# ---- gate_deadtime_driver ----
`src/rtl/gate_deadtime_driver.sv`:
```
// Two-leg gate driver with dead-time insertion, shoot-through fault latch,
// switching-state decode and +1-entry period measurement.
module gate_deadtime_driver #(
    parameter int unsigned DEAD_TIME = 5
) (
    input  logic        i_clock,
    input  logic        i_RESET,
    input  logic [3:0]  i_MOSFET,
    input  logic        i_clear_fault,
    output logic [3:0]  o_gate,
    output logic [1:0]  o_sigma,
    output logic        o_fault,
    output logic [15:0] o_period,
    output logic        o_period_valid
);

    localparam int unsigned CNT_W  = 8;
    localparam int unsigned PER_W  = 16;
    localparam int unsigned N_LEGS = 2;

    localparam logic [CNT_W-1:0] DT_C    = CNT_W'(DEAD_TIME);
    localparam logic [PER_W-1:0] PER_MAX = {PER_W{1'b1}};
    localparam logic [1:0]       SIG_POS = 2'b01;
    localparam logic [1:0]       SIG_NEG = 2'b11;
    localparam logic [1:0]       SIG_ZER = 2'b00;

    typedef enum logic [1:0] {
        IDLE = 2'd0,
        ON_H = 2'd1,
        ON_L = 2'd2
    } leg_state_t;

    logic [3:0]       cmd_q;
    logic             clr_q;
    leg_state_t       state_q [N_LEGS];
    logic [CNT_W-1:0] cnt_q   [N_LEGS];
    logic [CNT_W-1:0] cnt_inc_c [N_LEGS];
    logic [N_LEGS-1:0] bad_c;
    logic             force_idle_c;
    logic             fault_d_c;
    logic [1:0]       sigma_dec_c;
    logic [1:0]       sigma_d_c;
    logic             pos_entry_c;
    logic             armed_q;
    logic [PER_W-1:0] per_cnt_q;

    // Input capture: every decision below works on these registered copies.
    always_ff @(posedge i_clock or negedge i_RESET) begin
        if (!i_RESET) begin
            cmd_q <= 4'b0000;
            clr_q <= 1'b0;
        end else begin
            cmd_q <= i_MOSFET;
            clr_q <= i_clear_fault;
        end
    end

    always_comb begin
        for (int i = 0; i < N_LEGS; i++) begin
            bad_c[i]     = cmd_q[i] & cmd_q[i+2];
            cnt_inc_c[i] = (cnt_q[i] >= DT_C) ? DT_C : cnt_q[i] + CNT_W'(1);
        end
        force_idle_c = o_fault | (|bad_c);
        // A new shoot-through command always beats a clear request.
        if (|bad_c)
            fault_d_c = 1'b1;
        else if (clr_q)
            fault_d_c = 1'b0;
        else
            fault_d_c = o_fault;
    end

    // Per-leg dead-time FSMs; a leg turns on on the edge its counter reaches DEAD_TIME.
    always_ff @(posedge i_clock or negedge i_RESET) begin
        if (!i_RESET) begin
            o_gate  <= 4'b0000;
            o_fault <= 1'b0;
            for (int i = 0; i < N_LEGS; i++) begin
                state_q[i] <= IDLE;
                cnt_q[i]   <= '0;
            end
        end else begin
            o_fault <= fault_d_c;
            for (int i = 0; i < N_LEGS; i++) begin
                if (force_idle_c) begin
                    state_q[i]  <= IDLE;
                    cnt_q[i]    <= '0;
                    o_gate[i]   <= 1'b0;
                    o_gate[i+2] <= 1'b0;
                end else begin
                    case (state_q[i])
                        IDLE: begin
                            cnt_q[i] <= cnt_inc_c[i];
                            if (cnt_inc_c[i] == DT_C) begin
                                if (cmd_q[i] && !cmd_q[i+2]) begin
                                    state_q[i] <= ON_H;
                                    o_gate[i]  <= 1'b1;
                                end else if (!cmd_q[i] && cmd_q[i+2]) begin
                                    state_q[i]  <= ON_L;
                                    o_gate[i+2] <= 1'b1;
                                end
                            end
                        end
                        ON_H: begin
                            if (!(cmd_q[i] && !cmd_q[i+2])) begin
                                state_q[i] <= IDLE;
                                cnt_q[i]   <= '0;
                                o_gate[i]  <= 1'b0;
                            end
                        end
                        ON_L: begin
                            if (!(!cmd_q[i] && cmd_q[i+2])) begin
                                state_q[i]  <= IDLE;
                                cnt_q[i]    <= '0;
                                o_gate[i+2] <= 1'b0;
                            end
                        end
                        default: begin
                            state_q[i]  <= IDLE;
                            cnt_q[i]    <= '0;
                            o_gate[i]   <= 1'b0;
                            o_gate[i+2] <= 1'b0;
                        end
                    endcase
                end
            end
        end
    end

    always_comb begin
        case (cmd_q)
            4'b1001: sigma_dec_c = SIG_POS;
            4'b0110: sigma_dec_c = SIG_NEG;
            default: sigma_dec_c = SIG_ZER;
        endcase
        sigma_d_c   = fault_d_c ? SIG_ZER : sigma_dec_c;
        pos_entry_c = (sigma_d_c == SIG_POS) && (o_sigma != SIG_POS);
    end

    // Period between +1 entries; the first entry after reset or a fault only arms.
    always_ff @(posedge i_clock or negedge i_RESET) begin
        if (!i_RESET) begin
            o_sigma        <= SIG_ZER;
            o_period       <= '0;
            o_period_valid <= 1'b0;
            armed_q        <= 1'b0;
            per_cnt_q      <= '0;
        end else begin
            o_sigma        <= sigma_d_c;
            o_period_valid <= 1'b0;
            if (fault_d_c) begin
                armed_q   <= 1'b0;
                per_cnt_q <= '0;
            end else if (pos_entry_c) begin
                if (armed_q) begin
                    o_period       <= per_cnt_q;
                    o_period_valid <= 1'b1;
                end
                armed_q   <= 1'b1;
                per_cnt_q <= PER_W'(1);
            end else if (armed_q && per_cnt_q != PER_MAX) begin
                per_cnt_q <= per_cnt_q + PER_W'(1);
            end
        end
    end

endmodule

```
`config.mk`:
```
export PLATFORM = sky130hd
export DESIGN_NAME = gate_deadtime_driver
export DESIGN_NICKNAME = d
export VERILOG_FILES = /design/src/rtl/gate_deadtime_driver.sv
export SDC_FILE = /design/constraint.sdc
export NUM_CORES = 1
export LEC_CHECK = 0
export ABC_AREA = 1
export ABC_CLOCK_PERIOD_IN_PS = 1620
export CAP_MARGIN = 20
export CORE_AREA = 5 5 88 90
export DETAILED_ROUTE_END_ITERATION = 12
export DIE_AREA = 0 0 93 95
export PLACE_DENSITY = 0.79
export SYNTH_ARGS = -nofsm -noshare
export SYNTH_HDL_FRONTEND = slang
export SYNTH_SLANG_ARGS = --single-unit
```
`constraint.sdc`:
```
create_clock -name i_clock -period 1.62 [get_ports i_clock]
set_input_delay 0.324 -clock i_clock [delete_from_list [all_inputs] [get_ports i_clock]]
set_output_delay 0.324 -clock i_clock [all_outputs]
set_load 0.01 [all_outputs]
```
# ---- aq_fdsu_frac_div_iter ----
## config.mk

```make
export PLATFORM = sky130hd
export DESIGN_NAME = aq_fdsu_frac_div_iter
export DESIGN_NICKNAME = d
export VERILOG_FILES = /design/src/rtl/aq_fdsu_frac_div_iter.sv
export SDC_FILE = /design/constraint.sdc
export NUM_CORES = 1
export LEC_CHECK = 0
export ABC_CLOCK_PERIOD_IN_PS = 7200
export CAP_MARGIN = 30
export CORE_UTILIZATION = 30
export CTS_CLUSTER_DIAMETER = 50
export DETAILED_ROUTE_END_ITERATION = 16
export PLACE_DENSITY_LB_ADDON = 0.12
export SKIP_CTS_REPAIR_TIMING = 1
export SLEW_MARGIN = 40
export SYNTH_ARGS = -nofsm -noshare
export SYNTH_HDL_FRONTEND = slang
export SYNTH_SLANG_ARGS = --single-unit
```

## constraint.sdc

```tcl
create_clock -name forever_cpuclk -period 7.2 [get_ports forever_cpuclk]
set_input_delay 1.44 -clock forever_cpuclk [delete_from_list [all_inputs] [get_ports forever_cpuclk]]
set_output_delay 1.44 -clock forever_cpuclk [all_outputs]
set_load 0.005 [all_outputs]
```

## src/rtl/aq_fdsu_frac_div_iter.sv

```systemverilog
// Iterative restoring fraction divider for the FDSU datapath.
// Produces one quotient bit per cycle, then a sticky flag and a one-cycle done pulse.
//
//   state | meaning
//   ------+------------------------------------------------------------
//   IDLE  | waiting for div_start
//   ITER  | one restoring step per cycle, FRAC_W cycles in total
//   DONE  | one-cycle result pulse; a new start may be accepted here
module aq_fdsu_frac_div_iter #(
   parameter int FRAC_W = 16
) (
   input  logic              forever_cpuclk,
   input  logic              cpurst_b,
   input  logic              div_start,
   input  logic              div_kill,
   input  logic [FRAC_W-1:0] div_frac_dividend,
   input  logic [FRAC_W-1:0] div_frac_divisor,
   output logic              div_busy,
   output logic              div_done,
   output logic [FRAC_W-1:0] div_quotient,
   output logic              div_sticky,
   output logic              div_err
);

   localparam int CNT_W = $clog2(FRAC_W) + 1;

   typedef enum logic [1:0] {
      IDLE = 2'd0,
      ITER = 2'd1,
      DONE = 2'd2
   } state_t;

   state_t            state;
   state_t            state_nxt;

   logic [FRAC_W:0]   rem;
   logic [FRAC_W-1:0] divisor_q;
   logic [FRAC_W-1:0] quo_work;
   logic [CNT_W-1:0]  cnt;

   logic              start_acc;
   logic              pre_ok;
   logic              last_bit;
   logic              q_bit;
   logic [FRAC_W:0]   rem_shl;
   logic [FRAC_W:0]   rem_sub;
   logic [FRAC_W:0]   rem_nxt;

   // Start is accepted outside ITER; kill always wins.
   always_comb begin
      start_acc = div_start & ~div_kill & (state != ITER);
      pre_ok    = div_frac_divisor[FRAC_W-1] & (div_frac_dividend < div_frac_divisor);
      last_bit  = (cnt == CNT_W'(1));
   end

   // Restoring step: rem stays below the divisor, so the shift never loses a bit.
   always_comb begin
      rem_shl = rem << 1;
      rem_sub = rem_shl - {1'b0, divisor_q};
      q_bit   = (rem_shl >= {1'b0, divisor_q});
      rem_nxt = q_bit ? rem_sub : rem_shl;
   end

   always_ff @(posedge forever_cpuclk) begin
      if (!cpurst_b) begin
         state <= IDLE;
      end else begin
         state <= state_nxt;
      end
   end

   always_comb begin
      state_nxt = state;
      div_busy  = 1'b0;
      div_done  = 1'b0;
      case (state)
         IDLE: begin
            if (start_acc) begin
               state_nxt = pre_ok ? ITER : DONE;
            end
         end
         ITER: begin
            div_busy = 1'b1;
            if (last_bit) begin
               state_nxt = DONE;
            end
         end
         DONE: begin
            div_done = 1'b1;
            if (start_acc) begin
               state_nxt = pre_ok ? ITER : DONE;
            end else begin
               state_nxt = IDLE;
            end
         end
         default: begin
            state_nxt = IDLE;
         end
      endcase
      if (div_kill) begin
         state_nxt = IDLE;
      end
   end

   always_ff @(posedge forever_cpuclk) begin
      if (!cpurst_b) begin
         rem          <= '0;
         divisor_q    <= '0;
         quo_work     <= '0;
         cnt          <= '0;
         div_quotient <= '0;
         div_sticky   <= 1'b0;
         div_err      <= 1'b0;
      end else if (div_kill) begin
         // Abort: working registers are don't-care in IDLE, results are kept.
         cnt <= '0;
      end else if (start_acc) begin
         divisor_q <= div_frac_divisor;
         rem       <= {1'b0, div_frac_dividend};
         cnt       <= CNT_W'(FRAC_W);
         quo_work  <= '0;
         if (!pre_ok) begin
            div_quotient <= '1;
            div_sticky   <= 1'b1;
            div_err      <= 1'b1;
         end
      end else if (state == ITER) begin
         rem      <= rem_nxt;
         quo_work <= {quo_work[FRAC_W-2:0], q_bit};
         cnt      <= cnt - CNT_W'(1);
         if (last_bit) begin
            div_quotient <= {quo_work[FRAC_W-2:0], q_bit};
            div_sticky   <= (rem_nxt != '0);
            div_err      <= 1'b0;
         end
      end
   end

endmodule
```

aq_fdsu_frac_div_iter, routed metal, one colour a layer:
Two of the layers only.
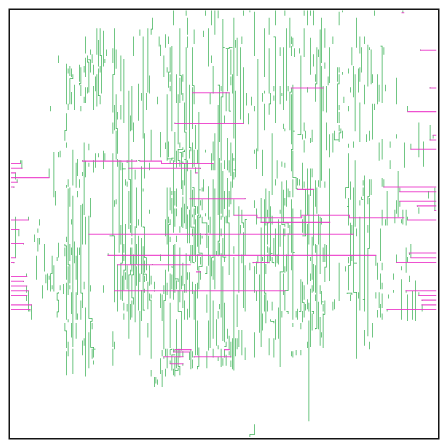
legend:
  metal 3:
    colour: magenta
    wire_length: 648 um
  metal 2:
    colour: green
    wire_length: 5510 um

==> deck_impl_summary.md, aq_fdsu_frac_div_iter <==
Flow Results at a Glance

Cells and area
  • Non-CTS buffers: 58
  • Clock-cell share of area: 6.16%
  • Fill cells: 1507
  • Layout cells sized above 1: 9.66%
  • Dominant logic cell type in the layout: nand2_1
  • Seq. cell area: 1440 um^2

GRT
  • Met1 usage: 23.2%
  • Met2 Use GR: 26.3%
  • GR Util met3: 3.46%

Pwr
  • Gate power share: 24.7%
  • NetSw: 0.359 mW
  • Int Pwr: 0.888 mW

Worst setup path
  • CP required: 7.41 ns

Run status
  • Status: completed

Synth
  • Largest area contributor in the netlist: dfxtp_1

Clocking
  • CTS HTree Levels: 3
  • Worst-Skew Late Latency: 0.34 ns

Timing
  • Setup ws final: 2.99 ns
  • Final critical-path required period: 4.21 ns

Detailed routing
  • Drt drc: 0
==> aq_fdsu_frac_div_iter: path summary, 6_finish.rpt <==
path / from / to / slack, ns / depth (start not counted)
setup / recovery: div_kill / div_sticky / 2.99 / 8
hold / removal: divisor_q[11] / divisor_q[11] / 0.47 / 2
setup reg to reg: divisor_q[7] / div_sticky / 4.05 / 10
hold reg to reg: divisor_q[11] / divisor_q[11] / 0.47 / 2
gate_deadtime_driver, port wiring:
Scale bar: 20 um.
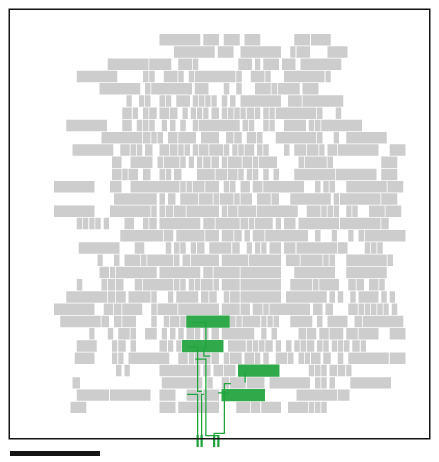
legend:
  i_MOSFET:
    colour: green
    bits: 4
    direction: input
    end_cells: 4
    buffers: 4
    wire: 88.5 um
IO Count: 31
port bufs: 30

==> deck_impl_summary.md, gate_deadtime_driver <==
Flow Results at a Glance

Run status
  • Status: completed

Worst setup path
  • Crit-path cells: nand2_2, nand2_4, nor2_8, inv_4, a21oi_4, nand2_8, inv_8, nand2_1, nand2_1
  • Worst Path Class, Setup: flop to flop
  • Worst Setup EP: per_cnt_q[1]
  • R2r setup slk: 0.007 ns
  • WP data arrival: 1.90 ns

Cells and area
  • Antenna diode count: 0
  • Largest cell class by area: logic gates
  • Seq/total area: 37.6%
  • Largest regs: cnt_q (16), o_period (16), per_cnt_q (16)
  • Comb area share: 37.7%
  • Flop count: 66

Timing
  • Total negative setup slack: 0 ns
  • Final setup viols: 0
  • Period utilization: 99.6%

Worst hold path
  • Hold path depth: 1
  • Min-delay worst type: input pin to flop

Clocking
  • Worst-Skew Late Latency: 0.35 ns
  • Max Root-Sink Buffers: 2
  • CTS buffer count: 9

Detailed routing
  • Post-Route WL: 8.81 mm
  • Met1 WL: 3.64 mm
  • Drt first pass iters: 5

Synth
  • Synth Instances: 426
  • Yosys chip area: 3470 um^2
  • Fa+ha+maj area frac: 2.52%

Pwr
  • Switching share of power: 25.0%
  • Int Pwr: 2.59 mW

Flow run
  • OpenROAD warning count: 31

Floorplan
  • Die height: 95 um
-- gate_deadtime_driver: power groups by stage --
stage          combinational (mW)  sequential (mW)  clock (mW)
2_1_floorplan               0.178             1.73           0
6_report                    0.354             1.70        1.40
4_1_cts                     0.295             1.69        1.42
3_3_place_gp                0.286             1.72           0
3_5_place_dp                0.294             1.73           0
5_1_grt                     0.389             1.70        1.49
-- gate_deadtime_driver: per-stage QoR --
step	setup WS (ns)	std cells
2_1_floorplan	0.0327	426
3_3_place_gp	0.115	550
3_5_place_dp	0.0346	550
4_1_cts	0.0129	567
5_1_grt	-0.0798	576
6_report	0.00665	576

# ---- mem_arb_flat ----
mem_arb_flat, power grid:
Pins as bars on the die edge. Tap cells in grey.
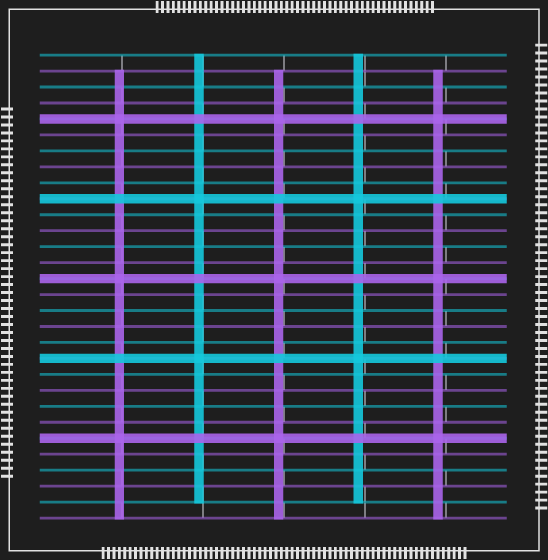

===== config.mk =====
export PLATFORM = sky130hd
export DESIGN_NAME = mem_arb_flat
export DESIGN_NICKNAME = d
export VERILOG_FILES = /design/src/rtl/mem_arb_pkg.sv /design/src/rtl/mem_arb_if.sv /design/src/rtl/mem_arb_age.sv /design/src/rtl/mem_arb.sv /design/src/flat_wrapper.sv
export SDC_FILE = /design/constraint.sdc
export NUM_CORES = 1
export LEC_CHECK = 0
export CORE_AREA = 5 5 85 87
export DETAILED_ROUTE_END_ITERATION = 6
export DIE_AREA = 0 0 90 92
export PLACE_DENSITY = 0.84
export SYNTH_ARGS = -nofsm -noshare
export SYNTH_HDL_FRONTEND = slang
export SYNTH_SLANG_ARGS = --single-unit

===== constraint.sdc =====
create_clock -name clk -period 1.41 [get_ports clk]
set_clock_uncertainty 0.15 [all_clocks]
set_input_delay 0.282 -clock clk [delete_from_list [all_inputs] [get_ports clk]]
set_output_delay 0.282 -clock clk [all_outputs]
set_load 0.01 [all_outputs]

===== src/rtl/mem_arb_pkg.sv =====
// Shared types and default widths for the two-port RAM arbiter.
// Holds the response FSM state encoding and the age counter width.
package mem_arb_pkg;

    localparam int ADDR_W_DEF = 16;
    localparam int DATA_W_DEF = 32;
    localparam int AGE_CNT_W  = 4;

    typedef enum logic [1:0] {
        IDLE,
        RESP_I,
        RESP_D
    } resp_state_e;

endpackage


===== src/rtl/mem_arb_if.sv =====
// Bus bundle between the fetch/data requesters, the arbiter and the RAM.
// slave: arbiter view (requests in, grants/responses/RAM strobes out).
// master: requester + RAM view (the mirror image).
interface mem_arb_if
    import mem_arb_pkg::*;
#(
    parameter int ADDR_W = ADDR_W_DEF,
    parameter int DATA_W = DATA_W_DEF
);
    localparam int BE_W = DATA_W / 8;

    logic              i_req;
    logic [ADDR_W-1:0] i_addr;
    logic              i_gnt;
    logic              i_rvalid;
    logic [DATA_W-1:0] i_rdata;

    logic              d_req;
    logic              d_we;
    logic [BE_W-1:0]   d_be;
    logic [ADDR_W-1:0] d_addr;
    logic [DATA_W-1:0] d_wdata;
    logic              d_gnt;
    logic              d_rvalid;
    logic [DATA_W-1:0] d_rdata;

    logic [ADDR_W-1:0] ram_addr;
    logic              ram_read;
    logic [BE_W-1:0]   ram_write;
    logic [DATA_W-1:0] ram_wdata;
    logic [DATA_W-1:0] ram_rdata;

    modport slave (
        input  i_req, i_addr,
        output i_gnt, i_rvalid, i_rdata,
        input  d_req, d_we, d_be, d_addr, d_wdata,
        output d_gnt, d_rvalid, d_rdata,
        output ram_addr, ram_read, ram_write, ram_wdata,
        input  ram_rdata
    );

    modport master (
        output i_req, i_addr,
        input  i_gnt, i_rvalid, i_rdata,
        output d_req, d_we, d_be, d_addr, d_wdata,
        input  d_gnt, d_rvalid, d_rdata,
        input  ram_addr, ram_read, ram_write, ram_wdata,
        output ram_rdata
    );

endinterface


===== src/rtl/mem_arb_age.sv =====
// Fetch starvation counter: counts cycles fetch waits, saturating at 15.
// Ports: clk, rst_n, i_req, i_gnt in; age_hit out (count >= MAX_WAIT).
module mem_arb_age
    import mem_arb_pkg::*;
#(
    parameter int MAX_WAIT = 4
) (
    input  logic clk,
    input  logic rst_n,
    input  logic i_req,
    input  logic i_gnt,
    output logic age_hit
);

    logic [AGE_CNT_W-1:0] cnt_q;

    always_ff @(posedge clk or negedge rst_n) begin
        if (!rst_n) begin
            cnt_q <= '0;
        end else if (i_gnt) begin
            cnt_q <= '0;
        end else if (i_req && (cnt_q != '1)) begin
            cnt_q <= cnt_q + 1'b1;
        end
    end

    assign age_hit = (cnt_q >= AGE_CNT_W'(MAX_WAIT));

endmodule


===== src/rtl/mem_arb.sv =====
// Arbiter sharing one single-port RAM between a fetch and a data port.
// Ports: clk, rst_n, bus (mem_arb_if.slave). Define MEM_ARB_AGE_EN for fetch anti-starvation.
module mem_arb
    import mem_arb_pkg::*;
#(
    parameter int ADDR_W   = ADDR_W_DEF,
    parameter int DATA_W   = DATA_W_DEF,
    parameter int MAX_WAIT = 4
) (
    input logic     clk,
    input logic     rst_n,
    mem_arb_if.slave bus
);

    localparam int BE_W = DATA_W / 8;

    if ((MAX_WAIT < 1) || (MAX_WAIT > 15)) begin : g_bad_wait
        $error("mem_arb: MAX_WAIT out of range 1..15");
    end

    resp_state_e       state_q;
    resp_state_e       state_d;
    logic              i_gnt;
    logic              d_gnt;
    logic              age_hit;
    logic [ADDR_W-1:0] ram_addr;
    logic              ram_read;
    logic [BE_W-1:0]   ram_write;
    logic [DATA_W-1:0] ram_wdata;

`ifdef MEM_ARB_AGE_EN
    mem_arb_age #(
        .MAX_WAIT (MAX_WAIT)
    ) u_age (
        .clk     (clk),
        .rst_n   (rst_n),
        .i_req   (bus.i_req),
        .i_gnt   (i_gnt),
        .age_hit (age_hit)
    );
`else
    assign age_hit = 1'b0;
`endif

    always_ff @(posedge clk or negedge rst_n) begin
        if (!rst_n) begin
            state_q <= IDLE;
        end else begin
            state_q <= state_d;
        end
    end

    // Grants are gated by rst_n so nothing reaches the RAM during reset.
    always_comb begin
        i_gnt     = 1'b0;
        d_gnt     = 1'b0;
        ram_addr  = '0;
        ram_read  = 1'b0;
        ram_write = '0;
        ram_wdata = '0;
        state_d   = IDLE;
        if (rst_n) begin
            if (bus.d_req && !(bus.i_req && age_hit)) begin
                d_gnt = 1'b1;
            end else if (bus.i_req) begin
                i_gnt = 1'b1;
            end
        end
        unique case (1'b1)
            d_gnt: begin
                ram_addr = bus.d_addr;
                if (bus.d_we) begin
                    ram_write = bus.d_be;
                    ram_wdata = bus.d_wdata;
                end else begin
                    ram_read = 1'b1;
                    state_d  = RESP_D;
                end
            end
            i_gnt: begin
                ram_addr = bus.i_addr;
                ram_read = 1'b1;
                state_d  = RESP_I;
            end
            default: ;
        endcase
    end

    assign bus.i_gnt     = i_gnt;
    assign bus.d_gnt     = d_gnt;
    assign bus.ram_addr  = ram_addr;
    assign bus.ram_read  = ram_read;
    assign bus.ram_write = ram_write;
    assign bus.ram_wdata = ram_wdata;

    assign bus.i_rvalid = (state_q == RESP_I);
    assign bus.d_rvalid = (state_q == RESP_D);
    assign bus.i_rdata  = bus.i_rvalid ? bus.ram_rdata : '0;
    assign bus.d_rdata  = bus.d_rvalid ? bus.ram_rdata : '0;

endmodule

===== src/flat_wrapper.sv =====
// flat-port wrapper written by rule: the top's interface ports become plain ports
module mem_arb_flat import mem_arb_pkg::*;
#(
    parameter int ADDR_W   = ADDR_W_DEF,
    parameter int DATA_W   = DATA_W_DEF,
    parameter int MAX_WAIT = 4
)
  (clk, rst_n, bus_i_req, bus_i_addr, bus_i_gnt, bus_i_rvalid, bus_i_rdata, bus_d_req, bus_d_we, bus_d_be, bus_d_addr, bus_d_wdata, bus_d_gnt, bus_d_rvalid, bus_d_rdata, bus_ram_addr, bus_ram_read, bus_ram_write, bus_ram_wdata, bus_ram_rdata);
  mem_arb_if #(.ADDR_W(ADDR_W), .DATA_W(DATA_W)) bus_i ();
  input logic clk;
  input logic rst_n;
  input wire logic [$bits(bus_i.i_req)-1:0] bus_i_req;
  input wire logic [$bits(bus_i.i_addr)-1:0] bus_i_addr;
  output wire logic [$bits(bus_i.i_gnt)-1:0] bus_i_gnt;
  output wire logic [$bits(bus_i.i_rvalid)-1:0] bus_i_rvalid;
  output wire logic [$bits(bus_i.i_rdata)-1:0] bus_i_rdata;
  input wire logic [$bits(bus_i.d_req)-1:0] bus_d_req;
  input wire logic [$bits(bus_i.d_we)-1:0] bus_d_we;
  input wire logic [$bits(bus_i.d_be)-1:0] bus_d_be;
  input wire logic [$bits(bus_i.d_addr)-1:0] bus_d_addr;
  input wire logic [$bits(bus_i.d_wdata)-1:0] bus_d_wdata;
  output wire logic [$bits(bus_i.d_gnt)-1:0] bus_d_gnt;
  output wire logic [$bits(bus_i.d_rvalid)-1:0] bus_d_rvalid;
  output wire logic [$bits(bus_i.d_rdata)-1:0] bus_d_rdata;
  output wire logic [$bits(bus_i.ram_addr)-1:0] bus_ram_addr;
  output wire logic [$bits(bus_i.ram_read)-1:0] bus_ram_read;
  output wire logic [$bits(bus_i.ram_write)-1:0] bus_ram_write;
  output wire logic [$bits(bus_i.ram_wdata)-1:0] bus_ram_wdata;
  input wire logic [$bits(bus_i.ram_rdata)-1:0] bus_ram_rdata;
  assign bus_i.i_req = bus_i_req;
  assign bus_i.i_addr = bus_i_addr;
  assign bus_i_gnt = bus_i.i_gnt;
  assign bus_i_rvalid = bus_i.i_rvalid;
  assign bus_i_rdata = bus_i.i_rdata;
  assign bus_i.d_req = bus_d_req;
  assign bus_i.d_we = bus_d_we;
  assign bus_i.d_be = bus_d_be;
  assign bus_i.d_addr = bus_d_addr;
  assign bus_i.d_wdata = bus_d_wdata;
  assign bus_d_gnt = bus_i.d_gnt;
  assign bus_d_rvalid = bus_i.d_rvalid;
  assign bus_d_rdata = bus_i.d_rdata;
  assign bus_ram_addr = bus_i.ram_addr;
  assign bus_ram_read = bus_i.ram_read;
  assign bus_ram_write = bus_i.ram_write;
  assign bus_ram_wdata = bus_i.ram_wdata;
  assign bus_i.ram_rdata = bus_ram_rdata;
  mem_arb #(.ADDR_W(ADDR_W), .DATA_W(DATA_W), .MAX_WAIT(MAX_WAIT)) u_core (.clk(clk), .rst_n(rst_n), .bus(bus_i));
endmodule

# ---- multiplier ----
[src/rtl/mul_pkg.sv]
// Shared types for the sequential shift-add multiplier.
package mul_pkg;

  // Operation select: which half of the product, and which operands are signed.
  typedef enum logic [1:0] {
    OP_MUL    = 2'b00,  // low half (signedness irrelevant)
    OP_MULH   = 2'b01,  // signed x signed, high half
    OP_MULHSU = 2'b10,  // signed A x unsigned B, high half
    OP_MULHU  = 2'b11   // unsigned x unsigned, high half
  } mul_op_t;

  typedef enum logic [1:0] {
    ST_IDLE = 2'b00,
    ST_BUSY = 2'b01,
    ST_DONE = 2'b10
  } mul_state_t;

  // Operand A is interpreted as two's complement for MULH and MULHSU.
  function automatic logic op_a_signed(input mul_op_t o);
    return (o == OP_MULH) || (o == OP_MULHSU);
  endfunction

  // Operand B is interpreted as two's complement only for MULH.
  function automatic logic op_b_signed(input mul_op_t o);
    return (o == OP_MULH);
  endfunction

endpackage

[src/rtl/mul_sign_fix.sv]
// Conditional two's-complement negate. Used both to take operand
// magnitudes at capture and to restore the product sign at the end.
// The magnitude of the most-negative value comes out as the same bit
// pattern, which is correct when the result is read as unsigned.
module mul_sign_fix #(
  parameter int WIDTH = 8
) (
  input  logic [WIDTH-1:0] mag_i,
  input  logic             neg_i,
  output logic [WIDTH-1:0] val_o
);

  // Negate when requested, otherwise pass through.
  assign val_o = neg_i ? (-mag_i) : mag_i;

endmodule

[src/rtl/multiplier.sv]
// Sequential radix-2 shift-add multiplier with RISC-V style op select.
// DATA_WIDTH must be even and at least 4.
//
//  state   | meaning
//  --------+-----------------------------------------------------------
//  IDLE    | waiting for data_valid; ready high
//  BUSY    | one shift-add iteration per cycle, then one finishing cycle
//  DONE    | out_valid high, Result updated; a new strobe is accepted
module multiplier
  import mul_pkg::*;
#(
  parameter int DATA_WIDTH = 32
) (
  input  logic                  Clk,
  input  logic                  Rst,
  input  logic                  data_valid,
  input  logic [1:0]            op,
  input  logic [DATA_WIDTH-1:0] Multiplicand,
  input  logic [DATA_WIDTH-1:0] Multiplier,
  output logic                  ready,
  output logic                  out_valid,
  output logic [DATA_WIDTH-1:0] Result
);

  localparam int W  = DATA_WIDTH;
  localparam int PW = 2 * DATA_WIDTH;
  localparam int CW = $clog2(DATA_WIDTH + 1);

  mul_state_t       state_q;
  logic [CW-1:0]    count_q;
  logic [PW-1:0]    acc_q;
  logic [PW-1:0]    mcand_q;
  logic [W-1:0]     mplier_q;
  logic             neg_q;
  mul_op_t          op_q;
  logic             out_valid_q;
  logic [W-1:0]     result_q;

  mul_op_t          op_in;
  logic             a_neg_d;
  logic             b_neg_d;
  logic [W-1:0]     mag_a_d;
  logic [W-1:0]     mag_b_d;
  logic [PW-1:0]    acc_d;
  logic [PW-1:0]    product_d;
  logic [W-1:0]     result_d;

  // Operand sign detection depends on the requested op.
  assign op_in   = mul_op_t'(op);
  assign a_neg_d = op_a_signed(op_in) & Multiplicand[W-1];
  assign b_neg_d = op_b_signed(op_in) & Multiplier[W-1];

  mul_sign_fix #(.WIDTH(W)) u_abs_a (
    .mag_i (Multiplicand),
    .neg_i (a_neg_d),
    .val_o (mag_a_d)
  );

  mul_sign_fix #(.WIDTH(W)) u_abs_b (
    .mag_i (Multiplier),
    .neg_i (b_neg_d),
    .val_o (mag_b_d)
  );

  mul_sign_fix #(.WIDTH(PW)) u_fix_prod (
    .mag_i (acc_q),
    .neg_i (neg_q),
    .val_o (product_d)
  );

  // Next accumulator value for one shift-add step, and the selected result half.
  always_comb begin
    acc_d    = mplier_q[0] ? (acc_q + mcand_q) : acc_q;
    result_d = (op_q == OP_MUL) ? product_d[W-1:0] : product_d[PW-1:W];
  end

  // Control FSM and datapath registers; outputs are registered here.
  always_ff @(posedge Clk) begin
    if (!Rst) begin
      state_q     <= ST_IDLE;
      count_q     <= '0;
      acc_q       <= '0;
      mcand_q     <= '0;
      mplier_q    <= '0;
      neg_q       <= 1'b0;
      op_q        <= OP_MUL;
      out_valid_q <= 1'b0;
      result_q    <= '0;
    end else begin
      out_valid_q <= 1'b0;
      case (state_q)
        ST_IDLE, ST_DONE: begin
          if (data_valid) begin
            acc_q    <= '0;
            mcand_q  <= {{W{1'b0}}, mag_a_d};
            mplier_q <= mag_b_d;
            neg_q    <= a_neg_d ^ b_neg_d;
            op_q     <= op_in;
            count_q  <= '0;
            state_q  <= ST_BUSY;
          end else begin
            state_q  <= ST_IDLE;
          end
        end
        ST_BUSY: begin
          if (count_q == CW'(W)) begin
            // All iterations done: apply sign and publish.
            result_q    <= result_d;
            out_valid_q <= 1'b1;
            state_q     <= ST_DONE;
          end else begin
            acc_q    <= acc_d;
            mcand_q  <= mcand_q << 1;
            mplier_q <= mplier_q >> 1;
            count_q  <= count_q + CW'(1);
          end
        end
        default: state_q <= ST_IDLE;
      endcase
    end
  end

  assign ready     = (state_q == ST_IDLE) || (state_q == ST_DONE);
  assign out_valid = out_valid_q;
  assign Result    = result_q;

endmodule

[config.mk]
export PLATFORM = sky130hd
export DESIGN_NAME = multiplier
export DESIGN_NICKNAME = d
export VERILOG_FILES = /design/src/rtl/mul_pkg.sv /design/src/rtl/mul_sign_fix.sv /design/src/rtl/multiplier.sv
export SDC_FILE = /design/constraint.sdc
export NUM_CORES = 1
export LEC_CHECK = 0
export ABC_AREA = 1
export CAP_MARGIN = 20
export CORE_MARGIN = 10
export CORE_UTILIZATION = 52
export DETAILED_ROUTE_END_ITERATION = 8
export PLACE_DENSITY = 0.71
export SLEW_MARGIN = 20
export SYNTH_ARGS = -nofsm -noshare
export SYNTH_HDL_FRONTEND = slang
export SYNTH_SLANG_ARGS = --single-unit
[constraint.sdc]
create_clock -name Clk -period 2.55 [get_ports Clk]
set_clock_uncertainty 0.15 [all_clocks]
set_input_delay 0.255 -clock Clk [delete_from_list [all_inputs] [get_ports Clk]]
set_output_delay 0.255 -clock Clk [all_outputs]
set_load 0.005 [all_outputs]

==> layout pictures side by side <==
Routed metal, one colour a layer.
Two of the layers only.
image #1
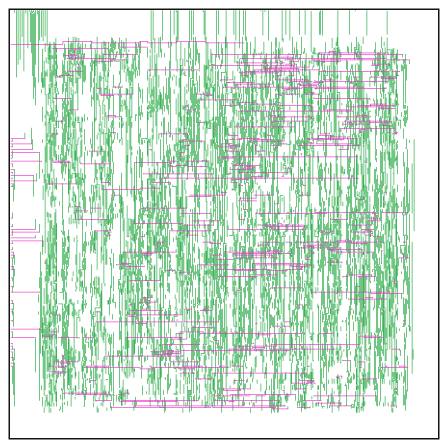
image #2
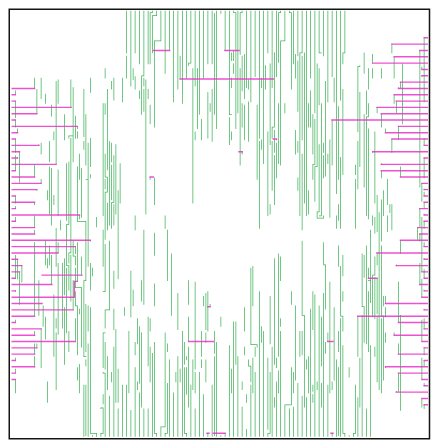
For mem_arb_flat, see image #2.
For multiplier, see image #1.

mem_arb_flat, track usage over the die:
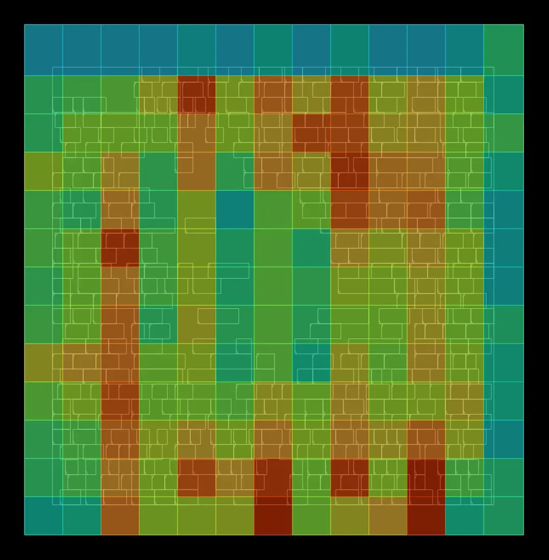
Wirelength per Cell: 17.2 um
total track usage: 18.0%
gr busiest metal: met2

## Picture notes: 'power grid' of mem_arb_flat
legend:
  VDD:
    colour: cyan
  VSS:
    colour: purple
tap cells: 77
met4 straps: 5
rows: 29
met1 rails: 30
Die Wd: 90 um
Max IR drop VDD: 424 uV
die height: 92 um

==> deck_impl_summary.md, mem_arb_flat <==
Flow Results at a Glance

Synth
  • Post-synth EDFFs: 0
  • Async S/R FF share, synth: 100%
  • Yosys warning tally: 0
  • Mapped Area: 1050 um^2
  • Avg Synthesized Cell Area: 6.97 um^2

Floorplan
  • IO Count: 226

Cells and area
  • Multi-In Gates: 134
  • Fill cells: 531
  • Final non-filler cell total: 483
  • Antenna diode count: 0
  • Flop count: 2

GRT
  • Largest net degree at the start of global routing: 18

Detailed routing
  • Post-Route WL: 8.29 mm
  • Met1 WL: 2.84 mm
  • Metal3 WL: 566 um

Pwr
  • Leak Pwr: 2.07 nW
  • Clock group share of total power: 18.4%

Worst setup path
  • WP data arrival: 1.32 ns
  • Crit end category: primary output

Timing
  • Setup ws final: -0.343 ns
  • Final setup viols: 114

Run status
  • Status: finished with violations
  • Failing checks: setup timing

Clocking
  • CTS HTree Levels: 1
## mem_arb_flat: critical path, stage by stage (launching register included)
cell and delay, ns:
dfrtp_1 0.38, buf_6 0.12, nor2b_4 0.13, buf_6 0.13, buf_8 0.11, and2_4 0.14, buf_6 0.10
## mem_arb_flat: worst paths after layout
kind                              startpoint                 to  cells after the start
worst max-delay path       u_core.state_q[0]    bus_d_rdata[11]                      6
min in group asynchronous              rst_n  u_core.state_q[1]                      3
max in group asynchronous              rst_n  u_core.state_q[0]                      3
worst min-delay path                bus_d_we  u_core.state_q[1]                      3
multiplier, port wiring:
Scale bar: 50 um.
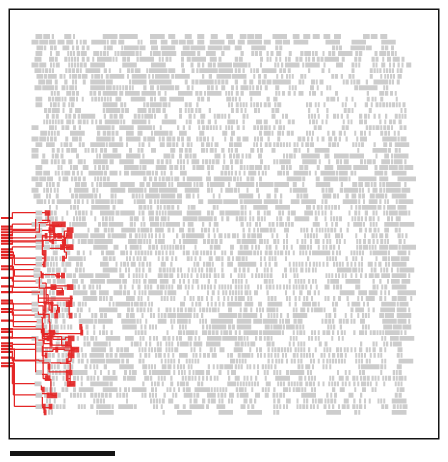
legend:
  Multiplicand:
    colour: red
    bits: 32
    direction: input
    end_cells: 70
    buffers: 32
    wire: 1090 um
port bufs: 102
IO Count: 103

==> deck_impl_summary.md, multiplier <==
Flow Results at a Glance

Run status
  • Status: completed

Timing
  • Max-slew violation count: 0
  • Period utilization: 96.8%

Pwr
  • Gate power share: 21.4%
  • P_comb: 1.96 mW
  • Clock net power: 3.77 mW
  • Int Pwr: 6.21 mW

Worst setup path
  • Startpoint Class: flop
  • Reg2reg end: acc_q[55]
  • Crit end category: flop

Cells and area
  • Signal buf overhead: 10.2%
  • Final core utilization: 62.3%
  • Non-CTS buffers: 238
  • Layout cells sized above 1: 9.83%
  • Largest cell class by area: logic gates
  • Cell area after layout: 20900 um^2
  • Logic cell area: 11300 um^2

Clocking
  • TritonCTS clock tree: yes
  • Reg clk slew, reported paths: 0.06 ns

Synth
  • Synth Area in Simple Gates: 40.6%
  • Post-Syn Nets: 3249

Placed design
  • Placed instance count: 3707
  • Post-Place Worst Slack: 0.104 ns
  • GPL Wtd Cong: 1.05

Detailed routing
  • DR vias: 20700
  • Post-Route WL: 65.5 mm

GRT
  • Met1 usage: 37.5%
  • Met2 Use GR: 49.8%
  • Initial antenna violation count: 0
multiplier: critical path: stages, from the launching register on:
cell and delay [ns]:
dfxtp_1 0.39, ha_1 0.29, nand2_1 0.13, inv_1 0.05, nand2_1 0.07, nand2_1 0.11, buf_4 0.16, nand2_1 0.05
nand2_1 0.05, nand2_1 0.05, nand3_1 0.20, nand2_1 0.20, nand3_1 0.09, nand2_1 0.07, nand3_1 0.14, a21oi_1 0.18

# ---- hazard_ctrl ----
### src/rtl/hazard_ctrl.sv
// Hazard controller for the five-stage integer pipe: a destination-register scoreboard for EX/MEM/WB
// plus the issue/stall/bubble/flush decode for the ID stage and a saturating stall counter.
module hazard_ctrl #(
    parameter int RegAddrWidth = 5,
    parameter int Depth        = 3,
    parameter int CntWidth     = 16
) (
    input  logic                    iClk,
    input  logic                    nRst,
    input  logic                    iEn,
    input  logic                    iIdValid,
    input  logic                    iRs1En,
    input  logic                    iRs2En,
    input  logic [RegAddrWidth-1:0] iRs1Addr,
    input  logic [RegAddrWidth-1:0] iRs2Addr,
    input  logic                    iRdEn,
    input  logic [RegAddrWidth-1:0] iRdAddr,
    input  logic                    iBrTrue,
    input  logic                    iJump,
    input  logic                    iMemBusy,
    output logic                    oStallIF,
    output logic                    oStallID,
    output logic                    oBubbleEX,
    output logic                    oFlushIF,
    output logic [CntWidth-1:0]     oStallCnt
);

    // Slot 0 = EX, slot Depth-1 = WB.
    logic [Depth-1:0]        slot_valid;
    logic [RegAddrWidth-1:0] slot_rd [Depth];

    logic rs1_hit;
    logic rs2_hit;
    logic match;
    logic advance;
    logic issue;

    always_comb begin
        rs1_hit = 1'b0;
        rs2_hit = 1'b0;
        for (int k = 0; k < Depth; k++) begin
            if (slot_valid[k] && (slot_rd[k] == iRs1Addr)) rs1_hit = 1'b1;
            if (slot_valid[k] && (slot_rd[k] == iRs2Addr)) rs2_hit = 1'b1;
        end
    end

    // x0 is hardwired to zero, so it can never carry a dependence.
    assign match = iIdValid &
                   ((iRs1En & (iRs1Addr != '0) & rs1_hit) |
                    (iRs2En & (iRs2Addr != '0) & rs2_hit));

    assign advance = iEn & ~iMemBusy;
    assign issue   = advance & iIdValid & ~match;

    always_ff @(posedge iClk or negedge nRst) begin
        if (!nRst) begin
            slot_valid <= '0;
            for (int k = 0; k < Depth; k++) slot_rd[k] <= '0;
        end else if (advance) begin
            for (int k = Depth - 1; k > 0; k--) begin
                slot_valid[k] <= slot_valid[k-1];
                slot_rd[k]    <= slot_rd[k-1];
            end
            if (issue) begin
                slot_valid[0] <= iRdEn & (iRdAddr != '0);
                slot_rd[0]    <= iRdAddr;
            end else begin
                slot_valid[0] <= 1'b0;
                slot_rd[0]    <= '0;
            end
        end
    end

    always_ff @(posedge iClk or negedge nRst) begin
        if (!nRst) begin
            oStallCnt <= '0;
        end else if (advance && match && !(&oStallCnt)) begin
            oStallCnt <= oStallCnt + CntWidth'(1);
        end
    end

    // A stalled branch is not allowed to flush: its compare used stale operands.
    always_comb begin
        oStallIF  = 1'b0;
        oStallID  = 1'b0;
        oBubbleEX = 1'b0;
        oFlushIF  = 1'b0;
        if (!nRst) begin
            oStallIF  = 1'b0;
        end else if (!iEn || iMemBusy) begin
            oStallIF  = 1'b1;
            oStallID  = 1'b1;
        end else if (match) begin
            oStallIF  = 1'b1;
            oStallID  = 1'b1;
            oBubbleEX = 1'b1;
        end else begin
            oBubbleEX = ~iIdValid;
            oFlushIF  = iIdValid & (iBrTrue | iJump);
        end
    end

endmodule

### config.mk
export PLATFORM = sky130hd
export DESIGN_NAME = hazard_ctrl
export DESIGN_NICKNAME = d
export VERILOG_FILES = /design/src/rtl/hazard_ctrl.sv
export SDC_FILE = /design/constraint.sdc
export NUM_CORES = 1
export LEC_CHECK = 0
export ABC_AREA = 1
export CORE_MARGIN = 2
export CORE_UTILIZATION = 53
export CTS_BUF_LIST = sky130_fd_sc_hd__clkbuf_2
export CTS_CLUSTER_SIZE = 25
export DETAILED_ROUTE_END_ITERATION = 6
export GPL_TIMING_DRIVEN = 0
export PLACE_DENSITY = 0.85
export SKIP_CTS_REPAIR_TIMING = 1
export SLEW_MARGIN = 40
export SYNTH_ARGS = -nofsm -noshare
export SYNTH_HDL_FRONTEND = slang
export SYNTH_SLANG_ARGS = --single-unit
export TNS_END_PERCENT = 50
### constraint.sdc
create_clock -name iClk -period 2.58 [get_ports iClk]
set_input_delay 0.258 -clock iClk [delete_from_list [all_inputs] [get_ports iClk]]
set_output_delay 0.258 -clock iClk [all_outputs]
set_load 0.005 [all_outputs]
# ---- hex_display_scanner ----
[config.mk]
export PLATFORM = sky130hd
export DESIGN_NAME = hex_display_scanner
export DESIGN_NICKNAME = d
export VERILOG_FILES = /design/src/rtl/hex_display_scanner_pkg.sv /design/src/rtl/hex_display_scanner_hex_to_seg.sv /design/src/rtl/hex_display_scanner.sv
export SDC_FILE = /design/constraint.sdc
export NUM_CORES = 1
export LEC_CHECK = 0
export ABC_AREA = 1
export CAP_MARGIN = 20
export CORE_MARGIN = 2
export CORE_UTILIZATION = 50
export CTS_CLUSTER_SIZE = 12
export DETAILED_ROUTE_END_ITERATION = 10
export GPL_TIMING_DRIVEN = 0
export PLACE_DENSITY = 0.88
export RECOVER_POWER = 50
export SLEW_MARGIN = 10
export SYNTH_ARGS = -nofsm -noshare
export SYNTH_HDL_FRONTEND = slang
export SYNTH_SLANG_ARGS = --single-unit
[constraint.sdc]
create_clock -name clock -period 2.8 [get_ports clock]
set_input_delay 0.28 -clock clock [delete_from_list [all_inputs] [get_ports clock]]
set_output_delay 0.28 -clock clock [all_outputs]
set_load 0.005 [all_outputs]
[src/rtl/hex_display_scanner_pkg.sv]
// Shared 7-segment definitions: active-low hex glyphs {g,f,e,d,c,b,a} and the all-off pattern.
package hex_display_scanner_pkg;

  localparam logic [6:0] SEG_OFF = 7'h7F;

  localparam logic [6:0] HEX7_0 = 7'h40;
  localparam logic [6:0] HEX7_1 = 7'h79;
  localparam logic [6:0] HEX7_2 = 7'h24;
  localparam logic [6:0] HEX7_3 = 7'h30;
  localparam logic [6:0] HEX7_4 = 7'h19;
  localparam logic [6:0] HEX7_5 = 7'h12;
  localparam logic [6:0] HEX7_6 = 7'h02;
  localparam logic [6:0] HEX7_7 = 7'h78;
  localparam logic [6:0] HEX7_8 = 7'h00;
  localparam logic [6:0] HEX7_9 = 7'h10;
  localparam logic [6:0] HEX7_A = 7'h08;
  localparam logic [6:0] HEX7_B = 7'h03;
  localparam logic [6:0] HEX7_C = 7'h46;
  localparam logic [6:0] HEX7_D = 7'h21;
  localparam logic [6:0] HEX7_E = 7'h06;
  localparam logic [6:0] HEX7_F = 7'h0E;

endpackage

[src/rtl/hex_display_scanner_hex_to_seg.sv]
// Combinational nibble to active-low 7-segment decoder.
module hex_to_seg
  import hex_display_scanner_pkg::*;
(
  input  logic [3:0] nibble_i,
  output logic [6:0] seg_n_o
);

  always_comb begin
    seg_n_o = SEG_OFF;
    case (nibble_i)
      4'h0: seg_n_o = HEX7_0;
      4'h1: seg_n_o = HEX7_1;
      4'h2: seg_n_o = HEX7_2;
      4'h3: seg_n_o = HEX7_3;
      4'h4: seg_n_o = HEX7_4;
      4'h5: seg_n_o = HEX7_5;
      4'h6: seg_n_o = HEX7_6;
      4'h7: seg_n_o = HEX7_7;
      4'h8: seg_n_o = HEX7_8;
      4'h9: seg_n_o = HEX7_9;
      4'hA: seg_n_o = HEX7_A;
      4'hB: seg_n_o = HEX7_B;
      4'hC: seg_n_o = HEX7_C;
      4'hD: seg_n_o = HEX7_D;
      4'hE: seg_n_o = HEX7_E;
      4'hF: seg_n_o = HEX7_F;
      default: seg_n_o = SEG_OFF;
    endcase
  end

endmodule

[src/rtl/hex_display_scanner.sv]
// Multiplexed 7-segment scanner: per-frame snapshot of all nibbles, guard-blanked slots,
// optional leading-zero suppression, registered outputs.
module hex_display_scanner
  import hex_display_scanner_pkg::*;
#(
  parameter int NUM_DIGITS   = 4,
  parameter int DIGIT_PERIOD = 1000,
  parameter int GUARD        = 2,
  parameter int BLANK_LZ     = 1,
  localparam int PW = (DIGIT_PERIOD > 1) ? $clog2(DIGIT_PERIOD) : 1,
  localparam int IW = (NUM_DIGITS > 1) ? $clog2(NUM_DIGITS) : 1
) (
  input  logic                    clock,
  input  logic                    reset,
  input  logic                    enable,
  input  logic [4*NUM_DIGITS-1:0] digits_in,
  input  logic [NUM_DIGITS-1:0]   dp_in,
  output logic [6:0]              seg_n,
  output logic                    dp_n,
  output logic [NUM_DIGITS-1:0]   an_n,
  output logic [IW-1:0]           digit_sel,
  output logic                    frame_start
);

  localparam logic [PW-1:0] P_LAST  = PW'(DIGIT_PERIOD - 1);
  localparam logic [PW-1:0] P_GUARD = PW'(GUARD);
  localparam logic [IW-1:0] I_LAST  = IW'(NUM_DIGITS - 1);

  logic [PW-1:0]           p_q, p_d;
  logic [IW-1:0]           i_q, i_d;
  logic [4*NUM_DIGITS-1:0] snap_q, snap_d;
  logic [NUM_DIGITS-1:0]   sdp_q, sdp_d;
  logic [6:0]              seg_q, seg_d;
  logic                    dp_q, dp_d;
  logic [NUM_DIGITS-1:0]   an_q, an_d;
  logic                    load;
  logic [NUM_DIGITS-1:0]   blank_mask;
  logic                    all_zero;
  logic                    show;
  logic [3:0]              nibble;
  logic [6:0]              seg_dec;

  hex_to_seg u_hex_to_seg (
    .nibble_i (nibble),
    .seg_n_o  (seg_dec)
  );

  always_comb begin
    load   = (p_q == '0) && (i_q == '0);
    p_d    = p_q + PW'(1);
    i_d    = i_q;
    if (p_q == P_LAST) begin
      p_d = '0;
      i_d = (i_q == I_LAST) ? '0 : i_q + IW'(1);
    end
    snap_d = load ? digits_in : snap_q;
    sdp_d  = load ? dp_in : sdp_q;
  end

  // Digit k>0 is a leading zero when it and every more-significant nibble are zero.
  always_comb begin
    blank_mask = '0;
    all_zero   = 1'b1;
    for (int k = NUM_DIGITS - 1; k >= 1; k--) begin
      all_zero      = all_zero && (snap_d[4*k +: 4] == 4'h0);
      blank_mask[k] = all_zero;
    end
  end

  always_comb begin
    nibble = snap_d[4*int'(i_q) +: 4];
    show   = (p_q >= P_GUARD) && !((BLANK_LZ != 0) && blank_mask[i_q]);
    seg_d  = SEG_OFF;
    dp_d   = 1'b1;
    an_d   = '1;
    if (show) begin
      seg_d = seg_dec;
      dp_d  = ~sdp_d[i_q];
      an_d  = ~(NUM_DIGITS'(1) << i_q);
    end
  end

  always_ff @(posedge clock or negedge reset) begin
    if (!reset) begin
      p_q         <= '0;
      i_q         <= '0;
      snap_q      <= '0;
      sdp_q       <= '0;
      seg_q       <= SEG_OFF;
      dp_q        <= 1'b1;
      an_q        <= '1;
      digit_sel   <= '0;
      frame_start <= 1'b0;
    end else if (enable) begin
      p_q         <= p_d;
      i_q         <= i_d;
      snap_q      <= snap_d;
      sdp_q       <= sdp_d;
      seg_q       <= seg_d;
      dp_q        <= dp_d;
      an_q        <= an_d;
      digit_sel   <= i_q;
      frame_start <= load;
    end else begin
      frame_start <= 1'b0;
    end
  end

  assign seg_n = seg_q;
  assign dp_n  = dp_q;
  assign an_n  = an_q;

endmodule

hex_display_scanner, met1 routing:
Scale bar: 20 um. Supply wires on this layer in grey.
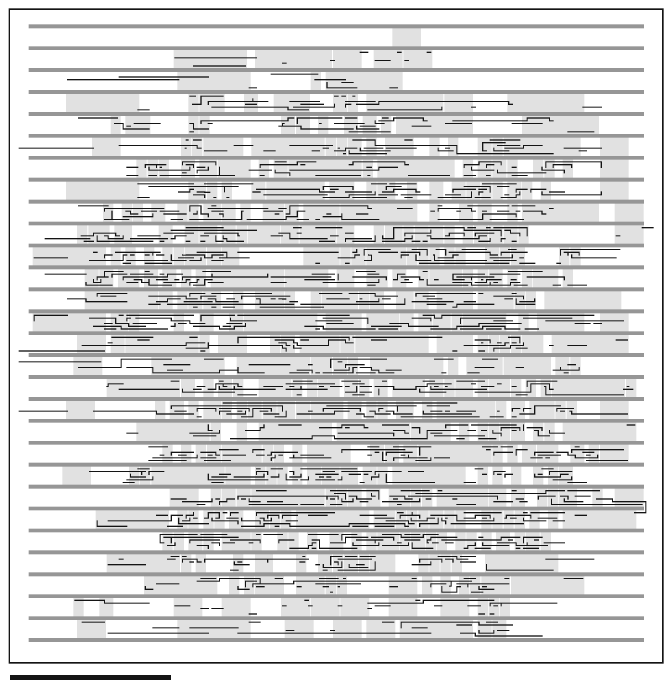
longest straight run: 29.0 um
wire length on this layer: 3020 um
nets with wire on the layer: 441

==> deck_impl_summary.md, hex_display_scanner <==
Flow Results at a Glance

Run status
  • Status: completed

Cells and area
  • Max FFs per register: 16
  • Clock-cell share of area: 2.11%
  • Nonclk inv count: 59
  • Clkbuf count: 7
  • Comb area share: 41.5%

Worst setup path
  • Startpoint Class: flop
  • Critical Path Max Stage Delay: 0.41 ns
  • Worst Setup EP: seg_n[3]
  • R2R Path Start: i_q[0]
  • WP data arrival: 2.91 ns

Synth
  • Avg Synthesized Cell Area: 7.32 um^2
  • Async S/R FF share, synth: 100%
  • Seq share, synth: 40.3%

Pwr
  • Dominant power group: sequential cells
  • P_comb: 0.410 mW

Timing
  • Final critical-path required period: 2.69 ns

GRT
  • Met2 Use GR: 41.4%
  • Met1 usage: 27.3%
  • Initial antenna violation count: 0

Floorplan
  • Rows: 28

Clocking
  • Post_cts resized: 6
## hex_display_scanner: cell families (layout without fill, tap and decap cells)
kind of cell	count (synthesis)	after routing	share of synthesized area (%)
simple gates	222	222	34.8
buf+inv	70	123	9.82
compound gates	51	51	9.39
xor+xnor	2	2	0.593
fa+ha+maj	12	12	5.08
flops	47	47	40.3
## hex_display_scanner: metal layers
metal	vias up	wire length [um]	part of all wire, %
met3	19	378	5.1
met5	-	0	0
met4	0	178	2.4
met2	88	3770	51
met1	1305	3020	41
li1	1387	-	-
hazard_ctrl, port wiring:
Scale bar: 20 um.
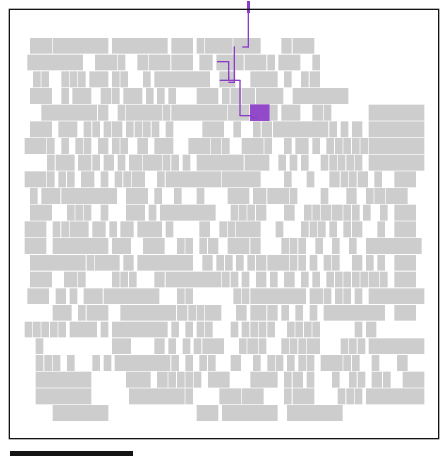
legend:
  oStallIF:
    colour: purple
    bits: 1
    direction: output
    end_cells: 1
    buffers: 2
    wire: 30.4 um

==> deck_impl_summary.md, hazard_ctrl <==
Flow Results at a Glance

Flow run
  • MaxCap Viol Count: 0

Worst setup path
  • Most frequent CP cell: nand2_1
  • Worst Path Class, Setup: input pin to primary output
  • WP data arrival: 1.99 ns
  • Critical-path top delay cell: clkdlybuf4s50_1
  • Crit path depth: 13
  • Worst Setup EP: oStallIF

Run status
  • Status: completed

Cells and area
  • Final core utilization: 71.3%
  • Non-CTS buffers: 52
  • Comb area share: 43.6%

Synth
  • Fa+ha+maj area frac: 0.546%
  • Synth Area in Simple Gates: 43.4%
  • Synth top cell by count: nand2_1
  • Mapped Area: 2290 um^2

Detailed routing
  • DR vias: 2303

Pwr
  • PnR Total Power: 1.21 mW

Timing
  • Hold_ws: 0.318 ns
  • Max-slew violation count: 0
  • Fin. Hold Viols: 0

Placed design
  • DP HPWL: 4.64 mm
  • Port bufs: 44
hazard_ctrl: layer usage:
layer	track usage, %	wire length, um
met5	0	0
met4	8.55	148
met3	5.23	349
met2	45.7	2900
met1	30.6	2570
hazard_ctrl: power by group:
group | switching, mW | total [mW] | leakage, nW | internal, mW
logic | 0.175 | 0.305 | 1.08 | 0.130
registers | 0.0582 | 0.640 | 0.458 | 0.582
clock network | 0.195 | 0.262 | 0.0289 | 0.0664
total | 0.428 | 1.21 | 1.57 | 0.779
hazard_ctrl: state kept, by name, indices dropped and copies added, names as in the netlist:
register,count
slot_rd,15
oStallCnt,16
slot_valid,3

==> screenshots <==
Track usage over the die.
(a)
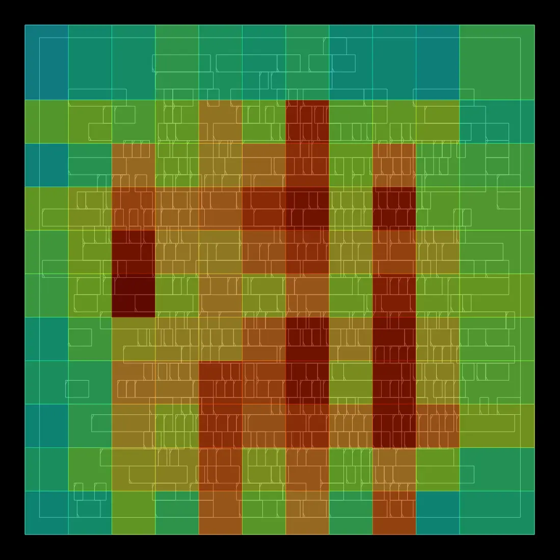
(b)
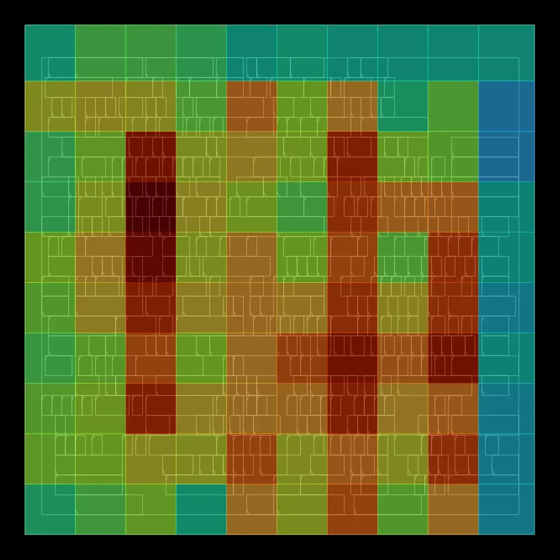
hex_display_scanner: (a)
hazard_ctrl: (b)



==> screenshots <==
Track usage over the die.
picture 1
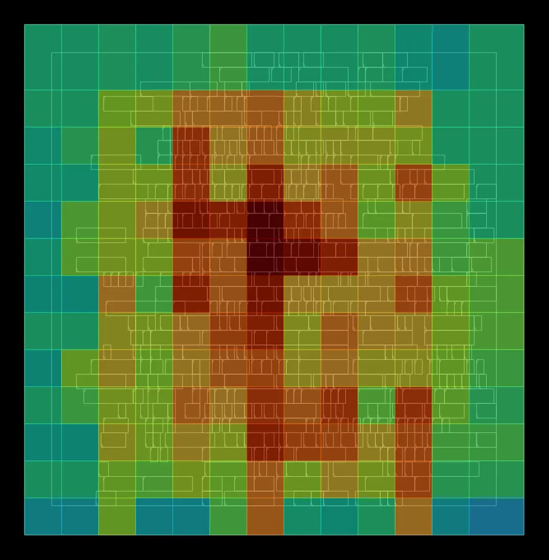
picture 2
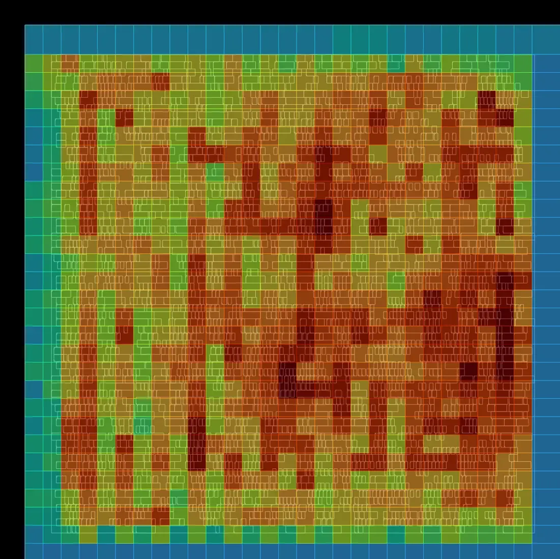
picture 3
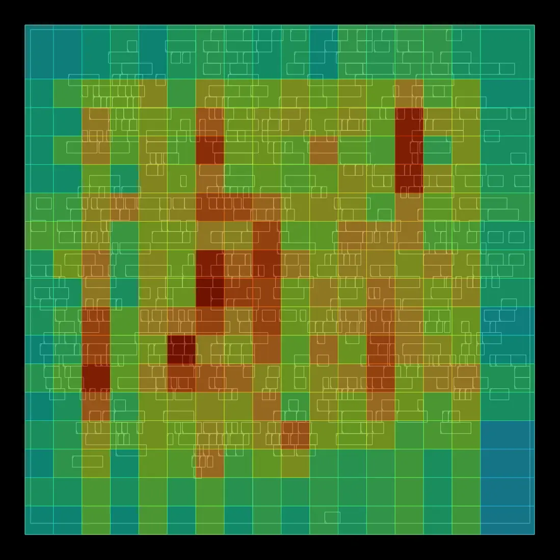
- gate_deadtime_driver = picture 1
- aq_fdsu_frac_div_iter = picture 3
- multiplier = picture 2
- highest track usage: picture 2

No activity file was given, so power comes from the tool's default toggle rates.
